######## block 1 ########
==> block_1/clk_routes.png <==
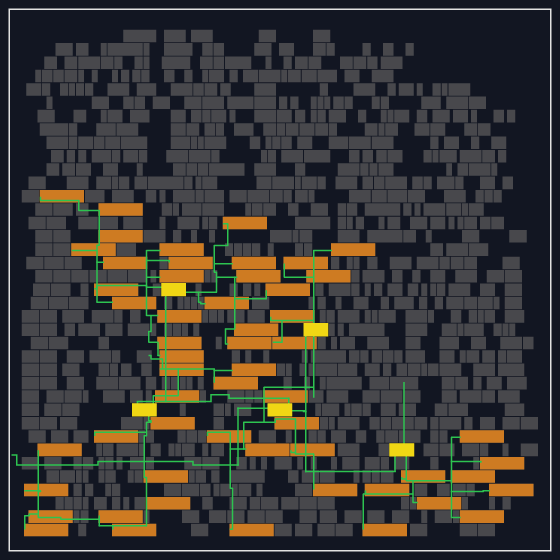

--- src/rtl/div_array_scheduler.sv ---
// div_array_scheduler: round-robin sequencer sharing one 16/8 array divider.
// Operands are held for a settle window, then the result is captured and returned.

module div_array_core (
    input  logic [15:0] n,
    input  logic [7:0]  d,
    output logic [7:0]  q,
    output logic [7:0]  r
);

    logic [8:0] rem [0:8];
    logic [8:0] d9;

    assign d9     = {1'b0, d};
    assign rem[0] = {1'b0, n[15:8]};

    // One restoring subtract row per quotient bit, MSB first.
    genvar i;
    generate
        for (i = 0; i < 8; i++) begin : g_row
            logic [8:0] sh;
            logic       ge;
            assign sh         = {rem[i][7:0], n[7-i]};
            assign ge         = (sh >= d9);
            assign q[7-i]     = ge;
            assign rem[i+1]   = ge ? (sh - d9) : sh;
        end
    endgenerate

    assign r = rem[8][7:0];

endmodule

module div_array_scheduler #(
    parameter int SETTLE_CYCLES = 4
) (
    input  logic        clk,
    input  logic        rst,
    input  logic        a_valid,
    output logic        a_ready,
    input  logic [15:0] a_n,
    input  logic [7:0]  a_d,
    input  logic        b_valid,
    output logic        b_ready,
    input  logic [15:0] b_n,
    input  logic [7:0]  b_d,
    output logic        res_valid,
    input  logic        res_ready,
    output logic [7:0]  res_q,
    output logic [7:0]  res_r,
    output logic        res_src,
    output logic        res_dbz,
    output logic        res_ovf,
    output logic        busy
);

    localparam logic [1:0] IDLE   = 2'd0;
    localparam logic [1:0] SETTLE = 2'd1;
    localparam logic [1:0] DONE   = 2'd2;

    localparam logic [7:0] CNT_INIT = 8'(SETTLE_CYCLES - 1);

    logic [1:0]  state;
    logic [7:0]  cnt;
    logic [15:0] op_n;
    logic [7:0]  op_d;
    logic        tag;
    logic        ptr;

    logic        sel_b;
    logic        grant_a;
    logic        grant_b;
    logic        idle;
    logic        accept;
    logic [15:0] in_n;
    logic [7:0]  in_d;
    logic        in_dbz;
    logic        in_ovf;
    logic        pop;
    logic [7:0]  core_q;
    logic [7:0]  core_r;

    // Grant selection: ptr = 1 means B wins a tie.
    assign sel_b   = b_valid & (~a_valid | ptr);
    assign grant_b = sel_b;
    assign grant_a = a_valid & ~sel_b;
    assign idle    = (state == IDLE);

    assign a_ready = idle & ~rst & grant_a;
    assign b_ready = idle & ~rst & grant_b;
    assign accept  = a_ready | b_ready;

    assign in_n    = sel_b ? b_n : a_n;
    assign in_d    = sel_b ? b_d : a_d;
    assign in_dbz  = (in_d == 8'd0);
    assign in_ovf  = (in_n[15:8] >= in_d);

    assign res_valid = (state == DONE);
    assign busy      = ~idle;
    assign pop       = res_valid & res_ready;

    // The core only ever sees the registered operands.
    div_array_core u_core (
        .n (op_n),
        .d (op_d),
        .q (core_q),
        .r (core_r)
    );

    // Control FSM and settle counter.
    always_ff @(posedge clk or posedge rst) begin
        if (rst) begin
            state <= IDLE;
            cnt   <= 8'd0;
        end else begin
            case (state)
                IDLE: begin
                    if (accept) begin
                        if (in_dbz || in_ovf) begin
                            state <= DONE;
                        end else begin
                            state <= SETTLE;
                            cnt   <= CNT_INIT;
                        end
                    end
                end
                SETTLE: begin
                    if (cnt != 8'd0) begin
                        cnt <= cnt - 8'd1;
                    end else begin
                        state <= DONE;
                    end
                end
                DONE: begin
                    if (pop) begin
                        state <= IDLE;
                    end
                end
                default: state <= IDLE;
            endcase
        end
    end

    // Operand and source tag latch on handshake.
    always_ff @(posedge clk or posedge rst) begin
        if (rst) begin
            op_n <= 16'd0;
            op_d <= 8'd0;
            tag  <= 1'b0;
        end else if (accept) begin
            op_n <= in_n;
            op_d <= in_d;
            tag  <= sel_b;
        end
    end

    // Round-robin pointer flips to the other requester on each grant.
    always_ff @(posedge clk or posedge rst) begin
        if (rst) begin
            ptr <= 1'b0;
        end else if (accept) begin
            ptr <= ~sel_b;
        end
    end

    // Result registers: exceptions load at accept, normal ops at settle end.
    always_ff @(posedge clk or posedge rst) begin
        if (rst) begin
            res_q   <= 8'd0;
            res_r   <= 8'd0;
            res_src <= 1'b0;
            res_dbz <= 1'b0;
            res_ovf <= 1'b0;
        end else if (accept && (in_dbz || in_ovf)) begin
            res_q   <= 8'hFF;
            res_r   <= 8'hFF;
            res_src <= sel_b;
            res_dbz <= in_dbz;
            res_ovf <= ~in_dbz;
        end else if (state == SETTLE && cnt == 8'd0) begin
            res_q   <= core_q;
            res_r   <= core_r;
            res_src <= tag;
            res_dbz <= 1'b0;
            res_ovf <= 1'b0;
        end
    end

endmodule

--- config.mk ---
export PLATFORM = sky130hd
export DESIGN_NAME = div_array_scheduler
export DESIGN_NICKNAME = d
export VERILOG_FILES = /design/src/rtl/div_array_scheduler.sv
export SDC_FILE = /design/constraint.sdc
export NUM_CORES = 1
export LEC_CHECK = 0
export CORE_MARGIN = 2
export CORE_UTILIZATION = 55
export CTS_CLUSTER_DIAMETER = 120
export DETAILED_ROUTE_END_ITERATION = 16
export GPL_TIMING_DRIVEN = 0
export PLACE_DENSITY_LB_ADDON = 0.1
export SLEW_MARGIN = 15
export SYNTH_ARGS = -nofsm -noshare
export SYNTH_HDL_FRONTEND = slang
export SYNTH_SLANG_ARGS = --single-unit
--- constraint.sdc ---
create_clock -name clk -period 22.9 [get_ports clk]
set_clock_uncertainty 0.2 [all_clocks]
set_input_delay 6.87 -clock clk [delete_from_list [all_inputs] [get_ports clk]]
set_output_delay 6.87 -clock clk [all_outputs]
set_load 0.1 [all_outputs]
######## block 2 ########
--- src/rtl/trng_bit_collector_if.sv ---
// Signal bundle between the TRNG / consumer side and trng_bit_collector.
//
// Handshake semantics:
//   TRNG side is four-phase. The TRNG raises RAW_READY with RAW_BIT stable.
//   The collector answers RAW_ACK=1. The TRNG then drops RAW_READY, and the
//   collector drops RAW_ACK. Exactly one raw bit is taken per RAW_READY pulse.
//   Consumer side: WORD_VALID stays high with WORD stable until WORD_ACK is
//   sampled high, or until START begins a new word. WORD_ACK while
//   WORD_VALID=0 has no effect.
interface trng_bit_collector_if #(
   parameter int WIDTH = 16
);
   logic             START;
   logic             TRNG_EN;
   logic             RAW_BIT;
   logic             RAW_READY;
   logic             RAW_ACK;
   logic [WIDTH-1:0] WORD;
   logic             WORD_VALID;
   logic             WORD_ACK;
   logic             HEALTH_FAIL;
   logic [2:0]       state;   // debug view of the collector FSM state

   // Driver side: TRNG model plus consumer
   modport master (
      output START, RAW_BIT, RAW_READY, WORD_ACK,
      input  TRNG_EN, RAW_ACK, WORD, WORD_VALID, HEALTH_FAIL, state
   );

   // Collector side
   modport slave (
      input  START, RAW_BIT, RAW_READY, WORD_ACK,
      output TRNG_EN, RAW_ACK, WORD, WORD_VALID, HEALTH_FAIL, state
   );
endinterface

--- src/rtl/trng_bit_collector.sv ---
// Collects raw ring-oscillator TRNG bits over a four-phase handshake.
// It synchronizes them into CLK, von Neumann debiases them, and runs a
// repetition-count health test. Debiased bits are packed LSB-first into a
// WIDTH-bit word, which is handed to the consumer with valid/ack.
module trng_bit_collector #(
   parameter int WIDTH     = 16,
   parameter int REP_LIMIT = 8
) (
   input logic                  CLK,
   input logic                  RST,
   trng_bit_collector_if.slave  bus
);

   localparam int IW = $clog2(WIDTH + 1);
   localparam int RW = $clog2(REP_LIMIT + 1);
   localparam logic [IW-1:0] IDX_FULL = IW'(WIDTH);
   localparam logic [RW-1:0] RUN_TRIP = RW'(REP_LIMIT);
   localparam logic [RW-1:0] RUN_ONE  = RW'(1);

   typedef enum logic [2:0] {
      IDLE      = 3'd0,
      COLLECT   = 3'd1,
      WAIT_DROP = 3'd2,
      DONE      = 3'd3,
      FAIL      = 3'd4
   } state_t;

   state_t           state;
   state_t           state_next;

   // Synchronizer flops for the asynchronous TRNG inputs
   logic             ready_meta;
   logic             rdy_s;
   logic             bit_meta;
   logic             bit_s;

   // Word assembly and health-test state
   logic [WIDTH-1:0] word;
   logic [IW-1:0]    idx;
   logic             pair_full;
   logic             pair_bit;
   logic [RW-1:0]    run_cnt;
   logic [RW-1:0]    run_next;
   logic             prev_bit;
   logic             health_fail;

   // Control strobes from the FSM to the datapath
   logic             start_clear;
   logic             capture;
   logic             emit;

   // Two-flop synchronizers for RAW_READY and RAW_BIT; reset clears both
   always_ff @(posedge CLK) begin
      if (RST) begin
         ready_meta <= 1'b0;
         rdy_s      <= 1'b0;
         bit_meta   <= 1'b0;
         bit_s      <= 1'b0;
      end else begin
         ready_meta <= bus.RAW_READY;
         rdy_s      <= ready_meta;
         bit_meta   <= bus.RAW_BIT;
         bit_s      <= bit_meta;
      end
   end

   // FSM state register
   always_ff @(posedge CLK) begin
      if (RST) begin
         state <= IDLE;
      end else begin
         state <= state_next;
      end
   end

   // FSM next-state logic and datapath strobes
   always_comb begin
      state_next  = state;
      start_clear = 1'b0;
      capture     = 1'b0;
      case (state)
         IDLE: begin
            if (bus.START) begin
               start_clear = 1'b1;
               state_next  = COLLECT;
            end
         end
         COLLECT: begin
            // START is deliberately ignored while a word is in progress
            if (rdy_s) begin
               capture    = 1'b1;
               state_next = WAIT_DROP;
            end
         end
         WAIT_DROP: begin
            // Health trip outranks word completion on the same raw bit
            if (!rdy_s) begin
               if (health_fail) begin
                  state_next = FAIL;
               end else if (idx == IDX_FULL) begin
                  state_next = DONE;
               end else begin
                  state_next = COLLECT;
               end
            end
         end
         DONE: begin
            // A fresh START wins over a simultaneous WORD_ACK
            if (bus.START) begin
               start_clear = 1'b1;
               state_next  = COLLECT;
            end else if (bus.WORD_ACK) begin
               state_next = IDLE;
            end
         end
         FAIL: begin
            if (bus.START) begin
               start_clear = 1'b1;
               state_next  = COLLECT;
            end
         end
         default: begin
            state_next = IDLE;
         end
      endcase
   end

   // Run-length update and debiaser emit decision for the bit being captured
   always_comb begin
      run_next = RUN_ONE;
      if ((run_cnt != '0) && (bit_s == prev_bit)) begin
         run_next = (run_cnt == RUN_TRIP) ? run_cnt : run_cnt + 1'b1;
      end
      emit = pair_full && (pair_bit != bit_s) && (idx != IDX_FULL);
   end

   // Datapath: clear on START, otherwise process one raw bit per capture
   always_ff @(posedge CLK) begin
      if (RST) begin
         word        <= '0;
         idx         <= '0;
         pair_full   <= 1'b0;
         pair_bit    <= 1'b0;
         run_cnt     <= '0;
         prev_bit    <= 1'b0;
         health_fail <= 1'b0;
      end else if (start_clear) begin
         word        <= '0;
         idx         <= '0;
         pair_full   <= 1'b0;
         pair_bit    <= 1'b0;
         run_cnt     <= '0;
         prev_bit    <= 1'b0;
         health_fail <= 1'b0;
      end else if (capture) begin
         // run_cnt==0 means no previous raw bit since the last clear
         run_cnt  <= run_next;
         prev_bit <= bit_s;
         if (run_next == RUN_TRIP) begin
            health_fail <= 1'b1;
         end
         if (!pair_full) begin
            pair_full <= 1'b1;
            pair_bit  <= bit_s;
         end else begin
            // 01 emits 0 and 10 emits 1, so the emitted bit is the pair's first bit
            pair_full <= 1'b0;
            if (emit) begin
               word <= word | ({{(WIDTH-1){1'b0}}, pair_bit} << idx);
               idx  <= idx + 1'b1;
            end
         end
      end
   end

   // Outputs decode directly from registered state
   assign bus.TRNG_EN     = (state == COLLECT) || (state == WAIT_DROP);
   assign bus.RAW_ACK     = (state == WAIT_DROP);
   assign bus.WORD_VALID  = (state == DONE);
   assign bus.WORD        = word;
   assign bus.HEALTH_FAIL = health_fail;
   assign bus.state       = state;

endmodule

--- src/flat_wrapper.sv ---
// flat-port wrapper written by rule: the top's interface ports become plain ports
module trng_bit_collector_flat 
#(
   parameter int WIDTH     = 16,
   parameter int REP_LIMIT = 8
)
  (CLK, RST, bus_START, bus_RAW_BIT, bus_RAW_READY, bus_WORD_ACK, bus_TRNG_EN, bus_RAW_ACK, bus_WORD, bus_WORD_VALID, bus_HEALTH_FAIL, bus_state);
  trng_bit_collector_if #(.WIDTH(WIDTH)) bus_i ();
  input logic CLK;
  input logic RST;
  input wire logic [$bits(bus_i.START)-1:0] bus_START;
  input wire logic [$bits(bus_i.RAW_BIT)-1:0] bus_RAW_BIT;
  input wire logic [$bits(bus_i.RAW_READY)-1:0] bus_RAW_READY;
  input wire logic [$bits(bus_i.WORD_ACK)-1:0] bus_WORD_ACK;
  output wire logic [$bits(bus_i.TRNG_EN)-1:0] bus_TRNG_EN;
  output wire logic [$bits(bus_i.RAW_ACK)-1:0] bus_RAW_ACK;
  output wire logic [$bits(bus_i.WORD)-1:0] bus_WORD;
  output wire logic [$bits(bus_i.WORD_VALID)-1:0] bus_WORD_VALID;
  output wire logic [$bits(bus_i.HEALTH_FAIL)-1:0] bus_HEALTH_FAIL;
  output wire logic [$bits(bus_i.state)-1:0] bus_state;
  assign bus_i.START = bus_START;
  assign bus_i.RAW_BIT = bus_RAW_BIT;
  assign bus_i.RAW_READY = bus_RAW_READY;
  assign bus_i.WORD_ACK = bus_WORD_ACK;
  assign bus_TRNG_EN = bus_i.TRNG_EN;
  assign bus_RAW_ACK = bus_i.RAW_ACK;
  assign bus_WORD = bus_i.WORD;
  assign bus_WORD_VALID = bus_i.WORD_VALID;
  assign bus_HEALTH_FAIL = bus_i.HEALTH_FAIL;
  assign bus_state = bus_i.state;
  trng_bit_collector #(.WIDTH(WIDTH), .REP_LIMIT(REP_LIMIT)) u_core (.CLK(CLK), .RST(RST), .bus(bus_i));
endmodule
--- config.mk ---
export PLATFORM = sky130hd
export DESIGN_NAME = trng_bit_collector_flat
export DESIGN_NICKNAME = d
export VERILOG_FILES = /design/src/rtl/trng_bit_collector_if.sv /design/src/rtl/trng_bit_collector.sv /design/src/flat_wrapper.sv
export SDC_FILE = /design/constraint.sdc
export NUM_CORES = 1
export LEC_CHECK = 0
export CAP_MARGIN = 25
export CORE_MARGIN = 3
export CORE_UTILIZATION = 40
export DETAILED_ROUTE_END_ITERATION = 10
export GPL_TIMING_DRIVEN = 0
export HOLD_SLACK_MARGIN = 0.06
export SETUP_SLACK_MARGIN = 0.02
export SLEW_MARGIN = 5
export SYNTH_ARGS = -nofsm -noshare
export SYNTH_HDL_FRONTEND = slang
export SYNTH_SLANG_ARGS = --single-unit
--- constraint.sdc ---
create_clock -name CLK -period 2.35 [get_ports CLK]
set_input_delay 0.47 -clock CLK [delete_from_list [all_inputs] [get_ports CLK]]
set_output_delay 0.47 -clock CLK [all_outputs]
set_load 0.05 [all_outputs]
######## block 3 ########
<file path="config.mk">
export PLATFORM = sky130hd
export DESIGN_NAME = spi_flash_ctl
export DESIGN_NICKNAME = d
export VERILOG_FILES = /design/src/rtl/spi_flash_pkg.sv /design/src/rtl/spi_flash_ctl_bit_engine.sv /design/src/rtl/spi_flash_ctl.sv
export SDC_FILE = /design/constraint.sdc
export NUM_CORES = 1
export LEC_CHECK = 0
export ABC_AREA = 1
export CELL_PAD_IN_SITES_DETAIL_PLACEMENT = 0
export CELL_PAD_IN_SITES_GLOBAL_PLACEMENT = 1
export CORE_ASPECT_RATIO = 1.5
export CORE_MARGIN = 2
export CORE_UTILIZATION = 45
export DETAILED_ROUTE_END_ITERATION = 7
export DONT_BUFFER_PORTS = 1
export GPL_ROUTABILITY_DRIVEN = 0
export PLACE_DENSITY_LB_ADDON = 0.25
export SYNTH_ARGS = -nofsm -noshare
export SYNTH_HDL_FRONTEND = slang
export SYNTH_HIERARCHICAL = 1
export SYNTH_SLANG_ARGS = --single-unit
</file>
<file path="constraint.sdc">
create_clock -name clk -period 2.75 [get_ports clk]
set_input_delay 0.825 -clock clk [delete_from_list [all_inputs] [get_ports clk]]
set_output_delay 0.825 -clock clk [all_outputs]
set_load 0.05 [all_outputs]
</file>
<file path="src/rtl/spi_flash_pkg.sv">
// ============================================================================
// Module      : spi_flash_pkg
// Description : Shared opcodes, phase lengths and FSM states for spi_flash_ctl.
//               SPI_FLASH_FAST_READ_EN selects FAST READ (0x0B + dummy byte).
// Revision    : 1.0 - initial release
// ============================================================================
`default_nettype none

package spi_flash_pkg;

    localparam logic [7:0] OP_READ      = 8'h03;
    localparam logic [7:0] OP_FAST_READ = 8'h0B;

    localparam int CMD_BITS   = 8;
    localparam int ADDR_BITS  = 24;
    localparam int DUMMY_BITS = 8;
    localparam int DATA_BITS  = 8;
    localparam int SHIFT_W    = CMD_BITS + ADDR_BITS;

`ifdef SPI_FLASH_FAST_READ_EN
    localparam logic [7:0] READ_OPCODE = OP_FAST_READ;
    localparam bit         HAS_DUMMY   = 1'b1;
`else
    localparam logic [7:0] READ_OPCODE = OP_READ;
    localparam bit         HAS_DUMMY   = 1'b0;
`endif

    typedef enum logic [2:0] {
        IDLE  = 3'd0,
        CMD   = 3'd1,
        ADDR  = 3'd2,
        DUMMY = 3'd3,
        DATA  = 3'd4,
        DONE  = 3'd5,
        GAP   = 3'd6
    } state_e;

    function automatic logic [4:0] phase_last_bit(input state_e st);
        case (st)
            CMD:     return 5'(CMD_BITS - 1);
            ADDR:    return 5'(ADDR_BITS - 1);
            DUMMY:   return 5'(DUMMY_BITS - 1);
            default: return 5'(DATA_BITS - 1);
        endcase
    endfunction

endpackage

`default_nettype wire

</file>
<file path="src/rtl/spi_flash_ctl_bit_engine.sv">
// ============================================================================
// Module      : spi_bit_engine
// Description : Mode-0 SCK divider with MSB-first shift-out / shift-in.
// Revision    : 1.0 - initial release
// ============================================================================
`default_nettype none

module spi_bit_engine
    import spi_flash_pkg::*;
#(
    parameter int CLK_DIV = 1
) (
    input  logic                 clk,
    input  logic                 reset,
    input  logic                 i_start,
    input  logic                 i_stop,
    input  logic [SHIFT_W-1:0]   i_tx,
    input  logic                 i_miso,
    output logic                 o_sck,
    output logic                 o_mosi,
    output logic                 o_bit_done,
    output logic [DATA_BITS-1:0] o_rx
);

    localparam int            DW       = (CLK_DIV > 1) ? $clog2(CLK_DIV) : 1;
    localparam logic [DW-1:0] DIV_LAST = DW'(CLK_DIV - 1);

    logic                 r_active_q, w_active_d;
    logic                 r_sck_q,    w_sck_d;
    logic [DW-1:0]        r_div_q,    w_div_d;
    logic [SHIFT_W-1:0]   r_shift_q,  w_shift_d;
    logic [DATA_BITS-1:0] r_rx_q,     w_rx_d;
    logic                 w_phase_end;

    assign w_phase_end = r_active_q && (r_div_q == DIV_LAST);
    assign o_bit_done  = w_phase_end && r_sck_q;
    assign o_sck       = r_sck_q;
    assign o_mosi      = r_shift_q[SHIFT_W-1];
    assign o_rx        = r_rx_q;

    // Zeros shift in behind the header, so MOSI is naturally 0 for dummy/data bits.
    always_comb begin
        w_active_d = r_active_q;
        w_sck_d    = r_sck_q;
        w_div_d    = r_div_q;
        w_shift_d  = r_shift_q;
        w_rx_d     = r_rx_q;
        if (i_stop) begin
            w_active_d = 1'b0;
            w_sck_d    = 1'b0;
            w_div_d    = '0;
            w_shift_d  = '0;
        end else if (i_start) begin
            w_active_d = 1'b1;
            w_sck_d    = 1'b0;
            w_div_d    = '0;
            w_shift_d  = i_tx;
        end else if (r_active_q) begin
            if (w_phase_end) begin
                w_div_d = '0;
                w_sck_d = ~r_sck_q;
                if (!r_sck_q) begin
                    w_rx_d = {r_rx_q[DATA_BITS-2:0], i_miso};
                end else begin
                    w_shift_d = {r_shift_q[SHIFT_W-2:0], 1'b0};
                end
            end else begin
                w_div_d = r_div_q + DW'(1);
            end
        end
    end

    always_ff @(posedge clk) begin
        if (reset) begin
            r_active_q <= 1'b0;
            r_sck_q    <= 1'b0;
            r_div_q    <= '0;
            r_shift_q  <= '0;
            r_rx_q     <= '0;
        end else begin
            r_active_q <= w_active_d;
            r_sck_q    <= w_sck_d;
            r_div_q    <= w_div_d;
            r_shift_q  <= w_shift_d;
            r_rx_q     <= w_rx_d;
        end
    end

endmodule

`default_nettype wire

</file>
<file path="src/rtl/spi_flash_ctl.sv">
// ============================================================================
// Module      : spi_flash_ctl
// Description : Read-only SPI NOR flash bridge for the CPU memory bus.
//               Build macro SPI_FLASH_FAST_READ_EN enables FAST READ.
// Revision    : 1.0 - initial release
// ============================================================================
`default_nettype none

module spi_flash_ctl
    import spi_flash_pkg::*;
#(
    parameter int          CLK_DIV    = 1,
    parameter logic [23:0] FLASH_BASE = 24'h000000,
    parameter int          CS_GAP     = 2
) (
    input  logic        clk,
    input  logic        reset,
    input  logic        spi_ce,
    input  logic [15:0] i_ADDRESS_BUS,
    input  logic        i_RW,
    input  logic        i_SPI_MISO,
    output logic        o_SPI_CLK,
    output logic        o_SPI_MOSI,
    output logic        o_SPI_CS,
    output logic [7:0]  o_DATA,
    output logic        o_MemoryReady
);

    localparam int GW = $clog2(CS_GAP + 2);

    state_e               r_state_q,   w_state_d;
    logic [23:0]          r_addr_q,    w_addr_d;
    logic                 r_cs_q,      w_cs_d;
    logic [7:0]           r_data_q,    w_data_d;
    logic                 r_ready_q,   w_ready_d;
    logic [1:0]           r_launch_q,  w_launch_d;
    logic [4:0]           r_bit_cnt_q, w_bit_cnt_d;
    logic [GW-1:0]        r_gap_cnt_q, w_gap_cnt_d;

    logic                 w_xfer;
    logic                 w_abort;
    logic                 w_req_rd;
    logic                 w_req_wr;
    logic                 w_phase_last;
    logic                 w_gap_done;
    logic                 w_eng_stop;
    logic                 w_bit_done;
    logic [DATA_BITS-1:0] w_rx;

    assign w_xfer       = (r_state_q == CMD) || (r_state_q == ADDR) ||
                          (r_state_q == DUMMY) || (r_state_q == DATA);
    assign w_abort      = w_xfer && !spi_ce;
    assign w_req_rd     = (r_state_q == IDLE) && spi_ce && i_RW;
    assign w_req_wr     = (r_state_q == IDLE) && spi_ce && !i_RW;
    assign w_phase_last = w_bit_done && (r_bit_cnt_q == phase_last_bit(r_state_q));
    assign w_gap_done   = (int'(r_gap_cnt_q) + 1) >= CS_GAP;

    always_ff @(posedge clk) begin
        if (reset) begin
            r_state_q <= IDLE;
        end else begin
            r_state_q <= w_state_d;
        end
    end

    always_comb begin
        w_state_d = r_state_q;
        case (r_state_q)
            IDLE: begin
                if (w_req_rd) begin
                    w_state_d = CMD;
                end else if (w_req_wr) begin
                    w_state_d = DONE;
                end
            end
            CMD: begin
                if (w_abort)           w_state_d = GAP;
                else if (w_phase_last) w_state_d = ADDR;
            end
            ADDR: begin
                if (w_abort)           w_state_d = GAP;
                else if (w_phase_last) w_state_d = HAS_DUMMY ? DUMMY : DATA;
            end
            DUMMY: begin
                if (w_abort)           w_state_d = GAP;
                else if (w_phase_last) w_state_d = DATA;
            end
            DATA: begin
                if (w_abort)           w_state_d = GAP;
                else if (w_phase_last) w_state_d = DONE;
            end
            DONE: begin
                if (!spi_ce) w_state_d = GAP;
            end
            GAP: begin
                if (w_gap_done) w_state_d = IDLE;
            end
            default: w_state_d = IDLE;
        endcase
    end

    // The two-stage launch delay places the first SCK low phase two clk after CS falls.
    always_comb begin
        w_addr_d    = r_addr_q;
        w_cs_d      = r_cs_q;
        w_data_d    = r_data_q;
        w_ready_d   = r_ready_q;
        w_launch_d  = {r_launch_q[0], 1'b0};
        w_bit_cnt_d = r_bit_cnt_q;
        w_gap_cnt_d = '0;
        w_eng_stop  = 1'b0;
        case (r_state_q)
            IDLE: begin
                if (w_req_rd) begin
                    w_addr_d    = FLASH_BASE + {8'h00, i_ADDRESS_BUS};
                    w_cs_d      = 1'b0;
                    w_launch_d  = 2'b01;
                    w_bit_cnt_d = '0;
                end else if (w_req_wr) begin
                    w_ready_d = 1'b1;
                end
            end
            CMD, ADDR, DUMMY, DATA: begin
                if (w_abort) begin
                    w_cs_d      = 1'b1;
                    w_eng_stop  = 1'b1;
                    w_launch_d  = 2'b00;
                    w_bit_cnt_d = '0;
                end else if (w_bit_done) begin
                    w_bit_cnt_d = w_phase_last ? 5'd0 : r_bit_cnt_q + 5'd1;
                    if ((r_state_q == DATA) && w_phase_last) begin
                        w_cs_d     = 1'b1;
                        w_data_d   = w_rx;
                        w_ready_d  = 1'b1;
                        w_eng_stop = 1'b1;
                    end
                end
            end
            DONE: begin
                if (!spi_ce) w_ready_d = 1'b0;
            end
            GAP: begin
                w_gap_cnt_d = r_gap_cnt_q + GW'(1);
            end
            default: ;
        endcase
    end

    always_ff @(posedge clk) begin
        if (reset) begin
            r_addr_q    <= '0;
            r_cs_q      <= 1'b1;
            r_data_q    <= 8'h00;
            r_ready_q   <= 1'b0;
            r_launch_q  <= 2'b00;
            r_bit_cnt_q <= '0;
            r_gap_cnt_q <= '0;
        end else begin
            r_addr_q    <= w_addr_d;
            r_cs_q      <= w_cs_d;
            r_data_q    <= w_data_d;
            r_ready_q   <= w_ready_d;
            r_launch_q  <= w_launch_d;
            r_bit_cnt_q <= w_bit_cnt_d;
            r_gap_cnt_q <= w_gap_cnt_d;
        end
    end

    spi_bit_engine #(
        .CLK_DIV (CLK_DIV)
    ) u_bit_engine (
        .clk        (clk),
        .reset      (reset),
        .i_start    (r_launch_q[1]),
        .i_stop     (w_eng_stop),
        .i_tx       ({READ_OPCODE, r_addr_q}),
        .i_miso     (i_SPI_MISO),
        .o_sck      (o_SPI_CLK),
        .o_mosi     (o_SPI_MOSI),
        .o_bit_done (w_bit_done),
        .o_rx       (w_rx)
    );

    assign o_SPI_CS      = r_cs_q;
    assign o_DATA        = r_data_q;
    assign o_MemoryReady = r_ready_q;

endmodule

`default_nettype wire

</file>
######## block 4 ########
[src/rtl/cpu_pkg.sv]
// Shared CPU front-end definitions.
//   RESET_PC      : byte address fetched and decoded after reset
//   inst_window_t : 24-bit little-endian instruction window seen by the decoder
//   byte_count_t  : 0-3 byte count (window valid bytes, decoder consume)
package cpu_pkg;

    localparam logic [15:0] RESET_PC = 16'h4000;

    typedef logic [23:0] inst_window_t;
    typedef logic [1:0]  byte_count_t;

endpackage

[src/rtl/inst_byte_queue.sv]
// Circular byte FIFO feeding the decode window.
//   clk, reset   : clock, synchronous active-high reset
//   flush_i      : drop all queued bytes (wins over push/pop)
//   push_i       : enqueue two bytes, push_data_i[7:0] first, then push_data_i[15:8]
//   pop_i        : dequeue 0-3 bytes (caller guarantees pop_i <= count_o)
//   count_o      : bytes currently held
//   window_o     : up to three head bytes, oldest in [7:0]; bytes beyond count_o read as 0
module inst_byte_queue
    import cpu_pkg::*;
#(
    parameter int unsigned DEPTH = 6
) (
    input  logic        clk,
    input  logic        reset,
    input  logic        flush_i,
    input  logic        push_i,
    input  logic [15:0] push_data_i,
    input  logic [1:0]  pop_i,
    output logic [3:0]  count_o,
    output logic [23:0] window_o
);

    localparam int unsigned PtrW = $clog2(DEPTH);

    logic [7:0]      mem_q [DEPTH];
    logic [PtrW-1:0] rd_ptr_q, rd_ptr_d;
    logic [PtrW-1:0] wr_ptr_q, wr_ptr_d;
    logic [3:0]      count_q, count_d;

    // Pointer advance modulo DEPTH; DEPTH need not be a power of two.
    function automatic logic [PtrW-1:0] ptr_add(input logic [PtrW-1:0] p, input int unsigned k);
        int unsigned s;
        s = 32'(p) + k;
        if (s >= DEPTH) s = s - DEPTH;
        return PtrW'(s);
    endfunction

    always_comb begin
        rd_ptr_d = rd_ptr_q;
        wr_ptr_d = wr_ptr_q;
        count_d  = count_q;
        if (flush_i) begin
            rd_ptr_d = '0;
            wr_ptr_d = '0;
            count_d  = '0;
        end else begin
            rd_ptr_d = ptr_add(rd_ptr_q, 32'(pop_i));
            if (push_i) wr_ptr_d = ptr_add(wr_ptr_q, 32'd2);
            count_d = count_q - {2'b00, pop_i} + (push_i ? 4'd2 : 4'd0);
        end
    end

    always_ff @(posedge clk) begin
        if (reset) begin
            rd_ptr_q <= '0;
            wr_ptr_q <= '0;
            count_q  <= '0;
        end else begin
            rd_ptr_q <= rd_ptr_d;
            wr_ptr_q <= wr_ptr_d;
            count_q  <= count_d;
        end
    end

    // Storage needs no reset: every read is masked by count_q.
    always_ff @(posedge clk) begin
        if (push_i && !flush_i && !reset) begin
            mem_q[wr_ptr_q]             <= push_data_i[7:0];
            mem_q[ptr_add(wr_ptr_q, 1)] <= push_data_i[15:8];
        end
    end

    always_comb begin
        window_o = '0;
        for (int unsigned i = 0; i < 3; i++) begin
            if (count_q > 4'(i)) window_o[8*i +: 8] = mem_q[ptr_add(rd_ptr_q, i)];
        end
    end

    assign count_o = count_q;

endmodule

[src/rtl/inst_prefetch.sv]
// Instruction prefetch stage in front of the decoder.
// Fetches two bytes per cycle from an even/odd byte-bank memory, queues them and presents a
// three-byte little-endian window to the decoder.
//   clk, reset                 : clock, synchronous active-high reset
//   mem_read_en                : read issued this cycle
//   mem_read_addr_even/_odd    : bank word addresses (always driven from fetch_addr)
//   mem_read_data_even/_odd    : bank data, one cycle after the address
//   redirect, redirect_pc      : flush and restart fetch/decode at redirect_pc
//   consume                    : bytes retired by the decoder (0-3)
//   inst_window, valid_bytes   : decode window and number of valid bytes in it
//   decode_pc                  : byte address of inst_window[7:0]
// Optional macro PREFETCH_PERF_EN adds saturating counters starve_cycles and redirect_count.
module inst_prefetch
    import cpu_pkg::*;
#(
    parameter int unsigned DEPTH    = 6,
    parameter logic [15:0] RESET_PC = cpu_pkg::RESET_PC
) (
    input  logic        clk,
    input  logic        reset,
    output logic        mem_read_en,
    output logic [14:0] mem_read_addr_even,
    input  logic [7:0]  mem_read_data_even,
    output logic [14:0] mem_read_addr_odd,
    input  logic [7:0]  mem_read_data_odd,
    input  logic        redirect,
    input  logic [15:0] redirect_pc,
    input  logic [1:0]  consume,
    output logic [23:0] inst_window,
    output logic [1:0]  valid_bytes,
    output logic [15:0] decode_pc
`ifdef PREFETCH_PERF_EN
    ,
    output logic [15:0] starve_cycles,
    output logic [15:0] redirect_count
`endif
);

    logic [15:0]  fetch_addr_q, fetch_addr_d;
    logic [15:0]  decode_pc_q, decode_pc_d;
    logic         inflight_q, inflight_d;
    logic         odd_first_q, odd_first_d;
    logic [3:0]   count;
    inst_window_t window;
    byte_count_t  vb;
    byte_count_t  pop;
    logic         push;
    logic [15:0]  push_data;

    // An odd start address needs the even byte from the next word.
    assign mem_read_addr_odd  = fetch_addr_q[15:1];
    assign mem_read_addr_even = fetch_addr_q[15:1] + 15'(fetch_addr_q[0]);

    // Reserve room for the response still in flight so the queue can never overflow.
    assign mem_read_en = !reset && !redirect &&
                         (({1'b0, count} + {3'b000, inflight_q, 1'b0}) <= 5'(DEPTH - 2));

    assign vb   = (count >= 4'd3) ? 2'd3 : count[1:0];
    assign pop  = (consume > vb) ? vb : consume;
    assign push = inflight_q && !redirect;
    // Lower byte enters the queue first: it is the one at the issued (lower) address.
    assign push_data = odd_first_q ? {mem_read_data_even, mem_read_data_odd}
                                   : {mem_read_data_odd, mem_read_data_even};

    always_comb begin
        fetch_addr_d = fetch_addr_q;
        decode_pc_d  = decode_pc_q + 16'(pop);
        inflight_d   = mem_read_en;
        odd_first_d  = odd_first_q;
        if (mem_read_en) begin
            fetch_addr_d = fetch_addr_q + 16'd2;
            odd_first_d  = fetch_addr_q[0];
        end
        if (redirect) begin
            fetch_addr_d = redirect_pc;
            decode_pc_d  = redirect_pc;
        end
    end

    always_ff @(posedge clk) begin
        if (reset) begin
            fetch_addr_q <= RESET_PC;
            decode_pc_q  <= RESET_PC;
            inflight_q   <= 1'b0;
            odd_first_q  <= 1'b0;
        end else begin
            fetch_addr_q <= fetch_addr_d;
            decode_pc_q  <= decode_pc_d;
            inflight_q   <= inflight_d;
            odd_first_q  <= odd_first_d;
        end
    end

    inst_byte_queue #(
        .DEPTH (DEPTH)
    ) u_queue (
        .clk         (clk),
        .reset       (reset),
        .flush_i     (redirect),
        .push_i      (push),
        .push_data_i (push_data),
        .pop_i       (pop),
        .count_o     (count),
        .window_o    (window)
    );

    assign inst_window = window;
    assign valid_bytes = vb;
    assign decode_pc   = decode_pc_q;

    // Over-consumption is clamped in hardware; flag it in simulation.
    consume_within_window: assert property (@(posedge clk) disable iff (reset)
        redirect || (consume <= valid_bytes));

`ifdef PREFETCH_PERF_EN
    logic [15:0] starve_q;
    logic [15:0] redir_cnt_q;

    always_ff @(posedge clk) begin
        if (reset) begin
            starve_q    <= '0;
            redir_cnt_q <= '0;
        end else begin
            if (vb == 2'd0 && starve_q != 16'hFFFF) starve_q <= starve_q + 16'd1;
            if (redirect && redir_cnt_q != 16'hFFFF) redir_cnt_q <= redir_cnt_q + 16'd1;
        end
    end

    assign starve_cycles  = starve_q;
    assign redirect_count = redir_cnt_q;
`endif

endmodule

[config.mk]
export PLATFORM = sky130hd
export DESIGN_NAME = inst_prefetch
export DESIGN_NICKNAME = d
export VERILOG_FILES = /design/src/rtl/cpu_pkg.sv /design/src/rtl/inst_byte_queue.sv /design/src/rtl/inst_prefetch.sv
export SDC_FILE = /design/constraint.sdc
export NUM_CORES = 1
export LEC_CHECK = 0
export CAP_MARGIN = 20
export CORE_MARGIN = 4
export CORE_UTILIZATION = 45
export CTS_BUF_LIST = sky130_fd_sc_hd__clkbuf_8 sky130_fd_sc_hd__clkbuf_16
export DETAILED_ROUTE_END_ITERATION = 7
export PLACE_DENSITY = 0.73
export SLEW_MARGIN = 20
export SYNTH_ARGS = -nofsm -noshare
export SYNTH_HDL_FRONTEND = slang
export SYNTH_SLANG_ARGS = --single-unit
[constraint.sdc]
create_clock -name clk -period 2.95 [get_ports clk]
set_clock_uncertainty 0.2 [all_clocks]
set_input_delay 0.295 -clock clk [delete_from_list [all_inputs] [get_ports clk]]
set_output_delay 0.295 -clock clk [all_outputs]
set_load 0.05 [all_outputs]

## Gallery

Routed clock nets over the placement.
panel A
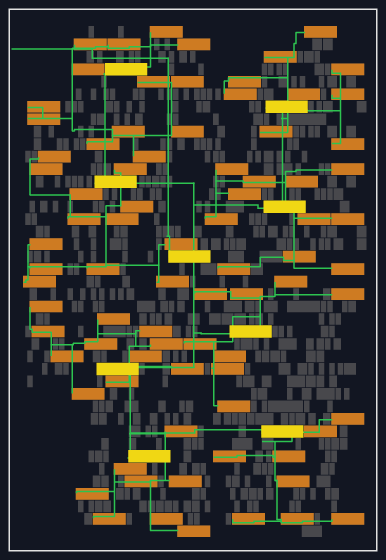
panel B
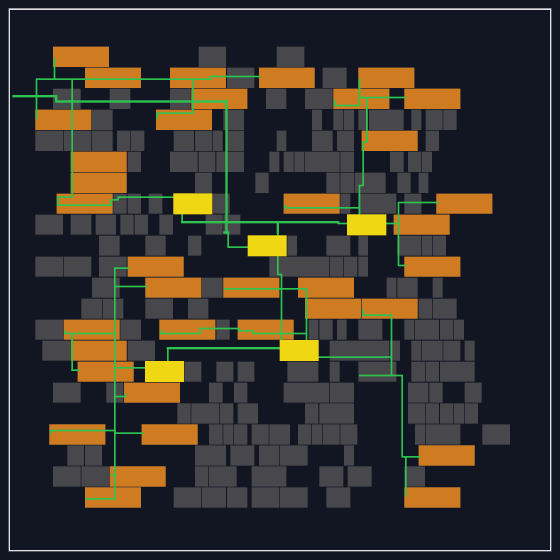
panel C
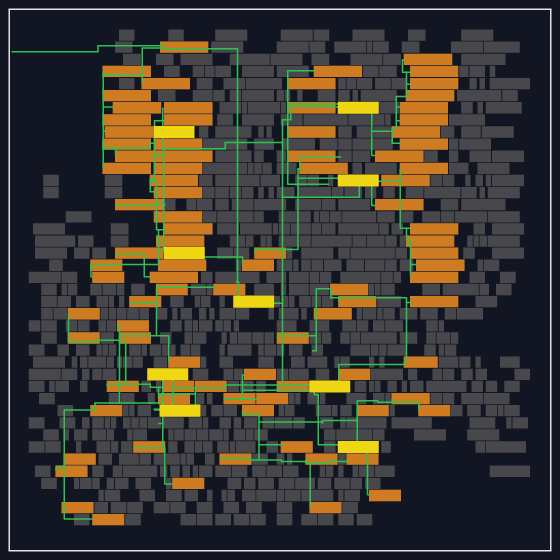
For block 4, see panel C.
For block 2, see panel B.
For block 3, see panel A.

==> block_3/power_grid.png <==
Pins as bars on the die edge. Tap cells in gray.
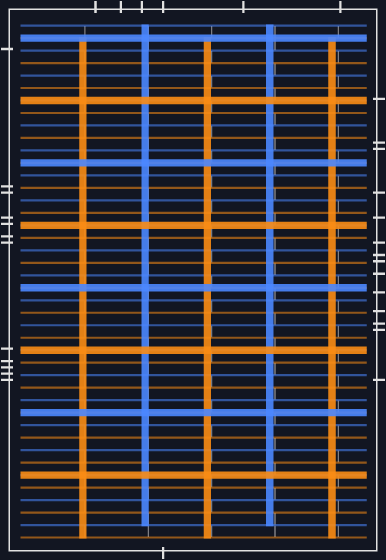
color	net
blue	VDD
orange	VSS
met5 straps	8
rows	41
tap cells	107
signal pins	33

==> run notes, block 3 <==
run metrics: status complete, no violations, Synth Instances 564, syn_area_per_cell between 6 and 7 um2, met2 wire len about 3600 um, fa+ha+maj area frac less than 1%, Tmin final ~2.1 ns, busiest grt layer met2, total gr overflow 0, measured slew at the worst slew-check pin around 0.64 ns, worst r2r dst u_bit_engine/r_shift_q[7], hold depth 1, Inverters roughly 73, fill count around 890, Post-synth ARST share 0%, Non-clock buffers 7, CTS buffer count 9, final core area utilization between 50% and 60%, non-clock buffer share of cell area 1.24%, HP Class reg -> reg, Worst path most repeated cell nand2_1, stage-log warning count 26, crit path max-delay cell type inv_1, Finished Layout Cells around 700, Site Rows between 40 and 50, met2 Usage GRT between 30% and 40%, CTS tree yes, Mux area share 0%, yosys simple share 35.4%, Reg area ~0.0016 mm2, first-pass GRT wire length ~13000 um, n_diodes 0, layout cells sized above 1 around an eighth, H-tree depth 3, chip width 79.8 um, clock slew at reported path FFs 0.06 ns, nets 593
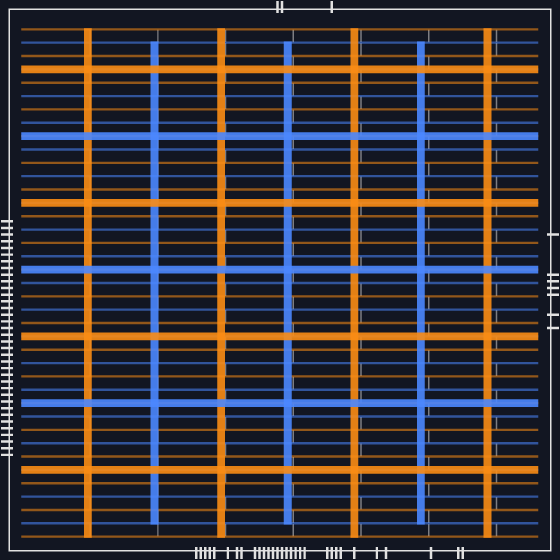
(block_1/power_grid.png)
Pins as bars on the die edge. Tap cells in gray.
color	net
blue	VDD
orange	VSS
signal pins	76
met4 straps	7
Core Box Area: 0.0109 mm2
chip width: 110 um
die height: 110 um

Notes on block_1/clk_routes.png above:
[green] clock wires | length: 700 um
[yellow] clock drivers | count: 5
[orange] flip-flops | count: 55
routed clock nets	6
clock latency (worst-skew pair): 0.34 ns

==> run notes, block 1 <==
run metrics: count of library flops with an enable pin 0, Worst path most repeated cell a21o_1, delay-heaviest family, CP AND-OR/OR-AND gates, final core area utilization approximately two thirds, die area between 0.01 and 0.015 mm2, number of flip-flops in the largest register 16, cell depth of the worst setup path 85, xor/xnor share under 10%, MaxCap Viol Count 0, busiest grt layer met2, hold depth 1, first-pass GRT wire length ~27000 um, Clock Buffer Count 5, met1 WL approximately 7700 um, CP required 22.89 ns, Tap Cells about 140, largest reg by FF count op_n, CTS buffer count 5, stage-log warning count 27, Detailed Route Iter0 Violations roughly 310, CP Launch Type flop, top cell type's share of synthesized area between 20 and 25%, main flop type dfrtp_1, Area Growth Syn to Fin 17.0%, yosys simple share ~18%, crit path to res_r[4], Tmin final 19.95 ns, worst hold endpoint ptr, top cells by count ha_1 (74), nor2_1 (63), dfrtp_1 (55), o21ai_0 (52), a21oi_1 (51), non-clock buffer share of cell area 12.1%, status complete, no violations, Cell Type Count roughly 76, most frequent cell after synthesis ha_1, Routed WL per cell 17.9 um, crit path DAT roughly 20 ns, largest net degree at the start of global routing 38, Final WS setup about 2.9 ns, Finished Layout Cells 932, yosys warns 0, port buffer count 75, GR Util met1 about two fifths, routability cong. just over 0.9, dpl ws between 3 and 4 ns, clock-cell share of area under 10%, final hold vios 0, Inverters 36, DRT Pass-1 Iters 5, clock tree buffer depth 2, hold_ws 0.294 ns, dpl cells between 900 and 1000, Slew Limit Fails 0, total wire length roughly 17000 um, # Cells Yosys ~710, initial antenna violation count 0, Design Area, Final a little over 0.007 mm2
==> block_4/layer_met2.png <==
Scale bar: 20 um.
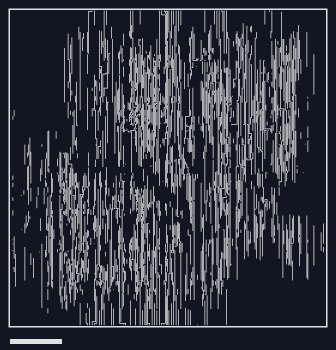
share of all routed wire	51%
main direction	vertical
wire length on this layer	9050 um
longest straight run	52.1 um

==> block_4/power_grid.png <==
Pins as bars on the die edge. Tap cells in gray.
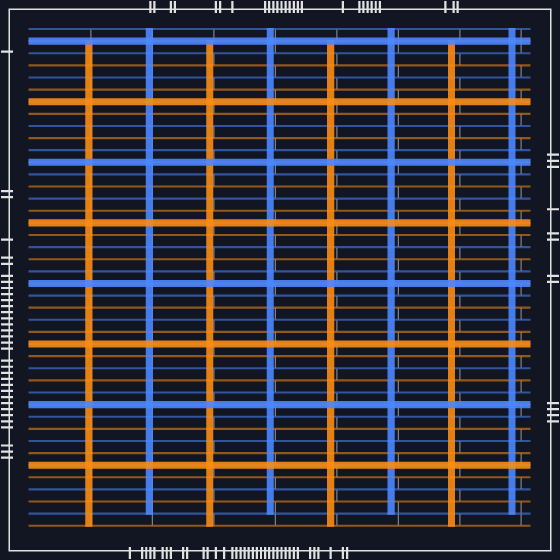
color	net
orange	VSS
blue	VDD
met4 straps	8
met5 straps	8

==> run notes, block 4 <==
run metrics: status finished with violations, violated checks negative setup slack, Clock Sink Count 91, flop share of the area between 20% and 30%, dpl cells ~860, nets roughly 800, stage-log warning count 40, Logic area 0.00379 mm2, yosys warns 0, Final WS setup -0.147 ns, hpwl dp about 12000 um, top cells, area edfxtp_1 (25%), dfxtp_1 (15%), ha_1 (6.1%), Finished Layout Cells roughly 900, hold depth 2, Leading cell kind logic gates, # Cells Yosys ~570, Mux area share 12.0%, Setup crit end kind flop, DRT Pass-1 Iters 7, CP Launch Type flop, crit path max-delay cell type fa_2, # Post-CTS Setup Buffers 15, DR DRC count 0, Met3 Routed Length ~1100 um, most frequent cell after synthesis nand2_1, fp util around 46%, setup violators final 15, CP cell instances inv_4 > ha_4 > nand2b_4 > ha_4 > o22ai_2 > o21ai_4 > nor2_2 > a21oi_4 > buf_4 > ha_4 > inv_2 > fa_2 > nor3_1 > a21oi_2 > a2bb2oi_1 > nor2_1, non-clock buffer share of cell area a little under a quarter, Detailed Route Iter0 Violations 461, total wire length around 18000 um, CTS buffer count 9, Routed WL per cell approximately 20 um, most frequent logic cell in the layout clkdlybuf4s50_1, Hold-fix buffers, CTS 0, Design Area, Final between 0.008 and 0.009 mm2, area leader, netlist edfxtp_1, main flop type edfxtp_1, IO Count around 110, Tap Cells between 150 and 200, most frequent cells in the layout clkdlybuf4s50_1 (73), buf_4 (60), nand2_1 (53), edfxtp_1 (48), dfxtp_1 (38), crit path DAT between 3 and 4 ns, Post-DP Area 0.00783 mm2
==> block_2/placement_by_type.png <==
Scale bar: 20 um. Fill, decap, tap and diode cells in gray.
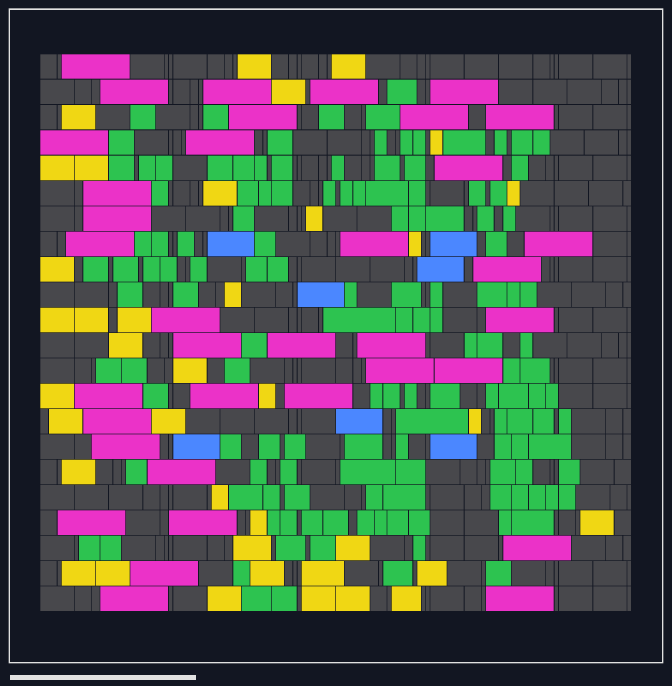
color	class	cells	share of their area
blue	clock drivers and dummy loads	7	4.8%
yellow	other buffers and delay cells	38	16%
green	combinational and other logic	135	43%
magenta	flops	36	36%
Design Area, Final: 0.00208 mm2
Site Rows: 22
final core area utilization: 54.8%
flop share of the area: 34.6%

==> run notes, block 2 <==
run metrics: worst r2r dst u_core.idx[3], top cells, area dfxtp_1 (44%), o21a_1 (7.3%), nor3_1 (4.6%), Synth Instances 181, yosys simple share between 20% and 30%, total gr overflow 0, HP Start u_core.ready_meta, Post-Syn Area 0.00164 mm2, dpl ws 0.0632 ns, dpl cells 257, Root Buffer clkbuf_8, Area Growth Syn to Fin 27.0%, worst path bufs/invs 2, non-clock buffer share of cell area between 10% and 20%, hold depth 1, Cell Type Count 36, setup violators final 0, count of library flops with an enable pin 0, status complete, no violations, xor/xnor share about 3.2%, crit path to bus_TRNG_EN, Worst Skew a little under 0.006 ns, DR DRC count 0, nets ~230, most frequent cells in the layout dfxtp_1 (36), clkdlybuf4s50_1 (25), o21a_1 (16), nor3_1 (15), nor2_1 (14), crit path kind reg -> out, Inverters 6, Final ANT Viol Nets 0, first-pass GRT wire length between 6000 and 7000 um, fp util a little over two fifths, # Cells Yosys between 150 and 200


==> notes/layouts.md <==
Pictures saved along the way, in no particular order.

Placed standard cells.
picture 1
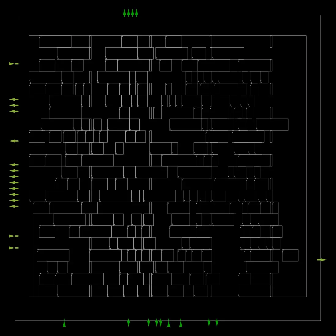
picture 2
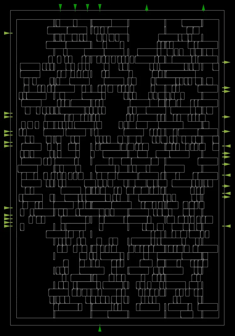
picture 3
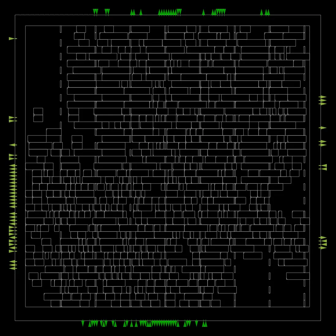
picture 4
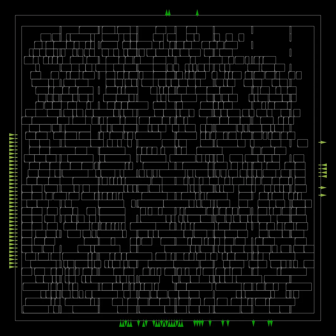
Picture 1 is block 2.
Picture 2 is block 3.
Picture 4 is block 1.
Picture 3 is block 4.
Of these, fewest sequential cells: picture 1
Of these, fewest cells: picture 1


==> notes/layouts.md <==
Pictures saved along the way, in no particular order.

Cell classes on the final placement.
Scale bar: 20 um. Fill, decap, tap and diode cells in gray.
(a)
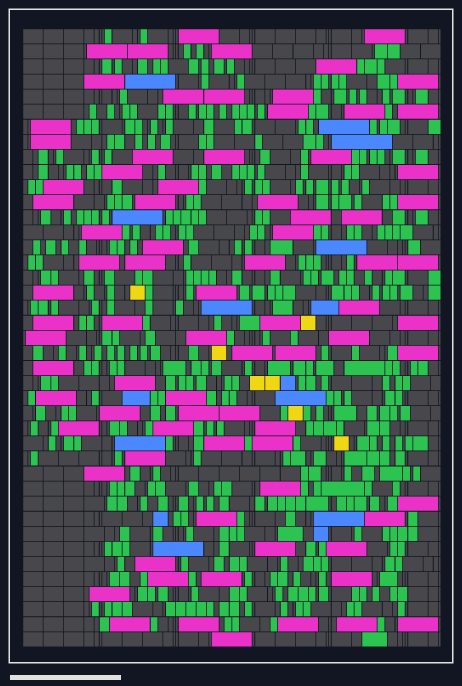
(b)
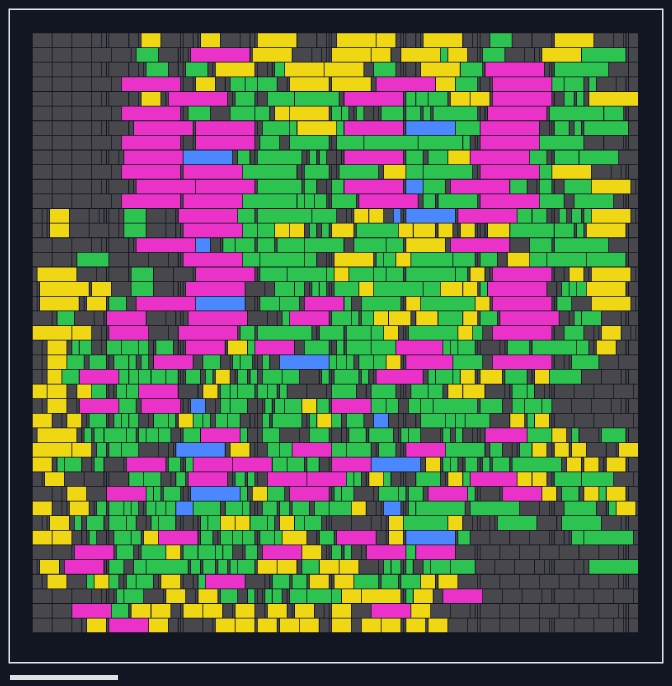
(c)
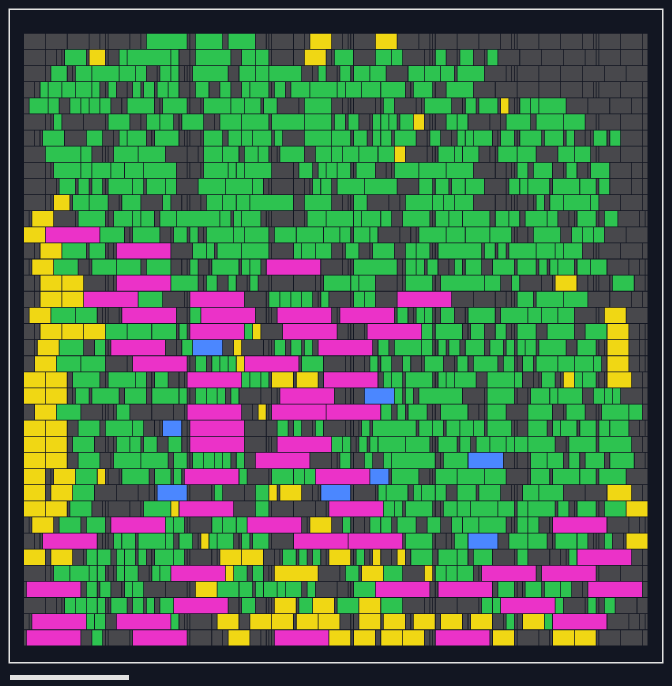
- largest die: (b)
- lowest utilization: (a)
(c): block 1
(b): block 4
(a): block 3

Key to (c):
color	class	cells	share of their area
blue	clock drivers and dummy loads	8	1.5%
yellow	other buffers and delay cells	96	12%
magenta	flops	55	20%
green	combinational and other logic	633	67%

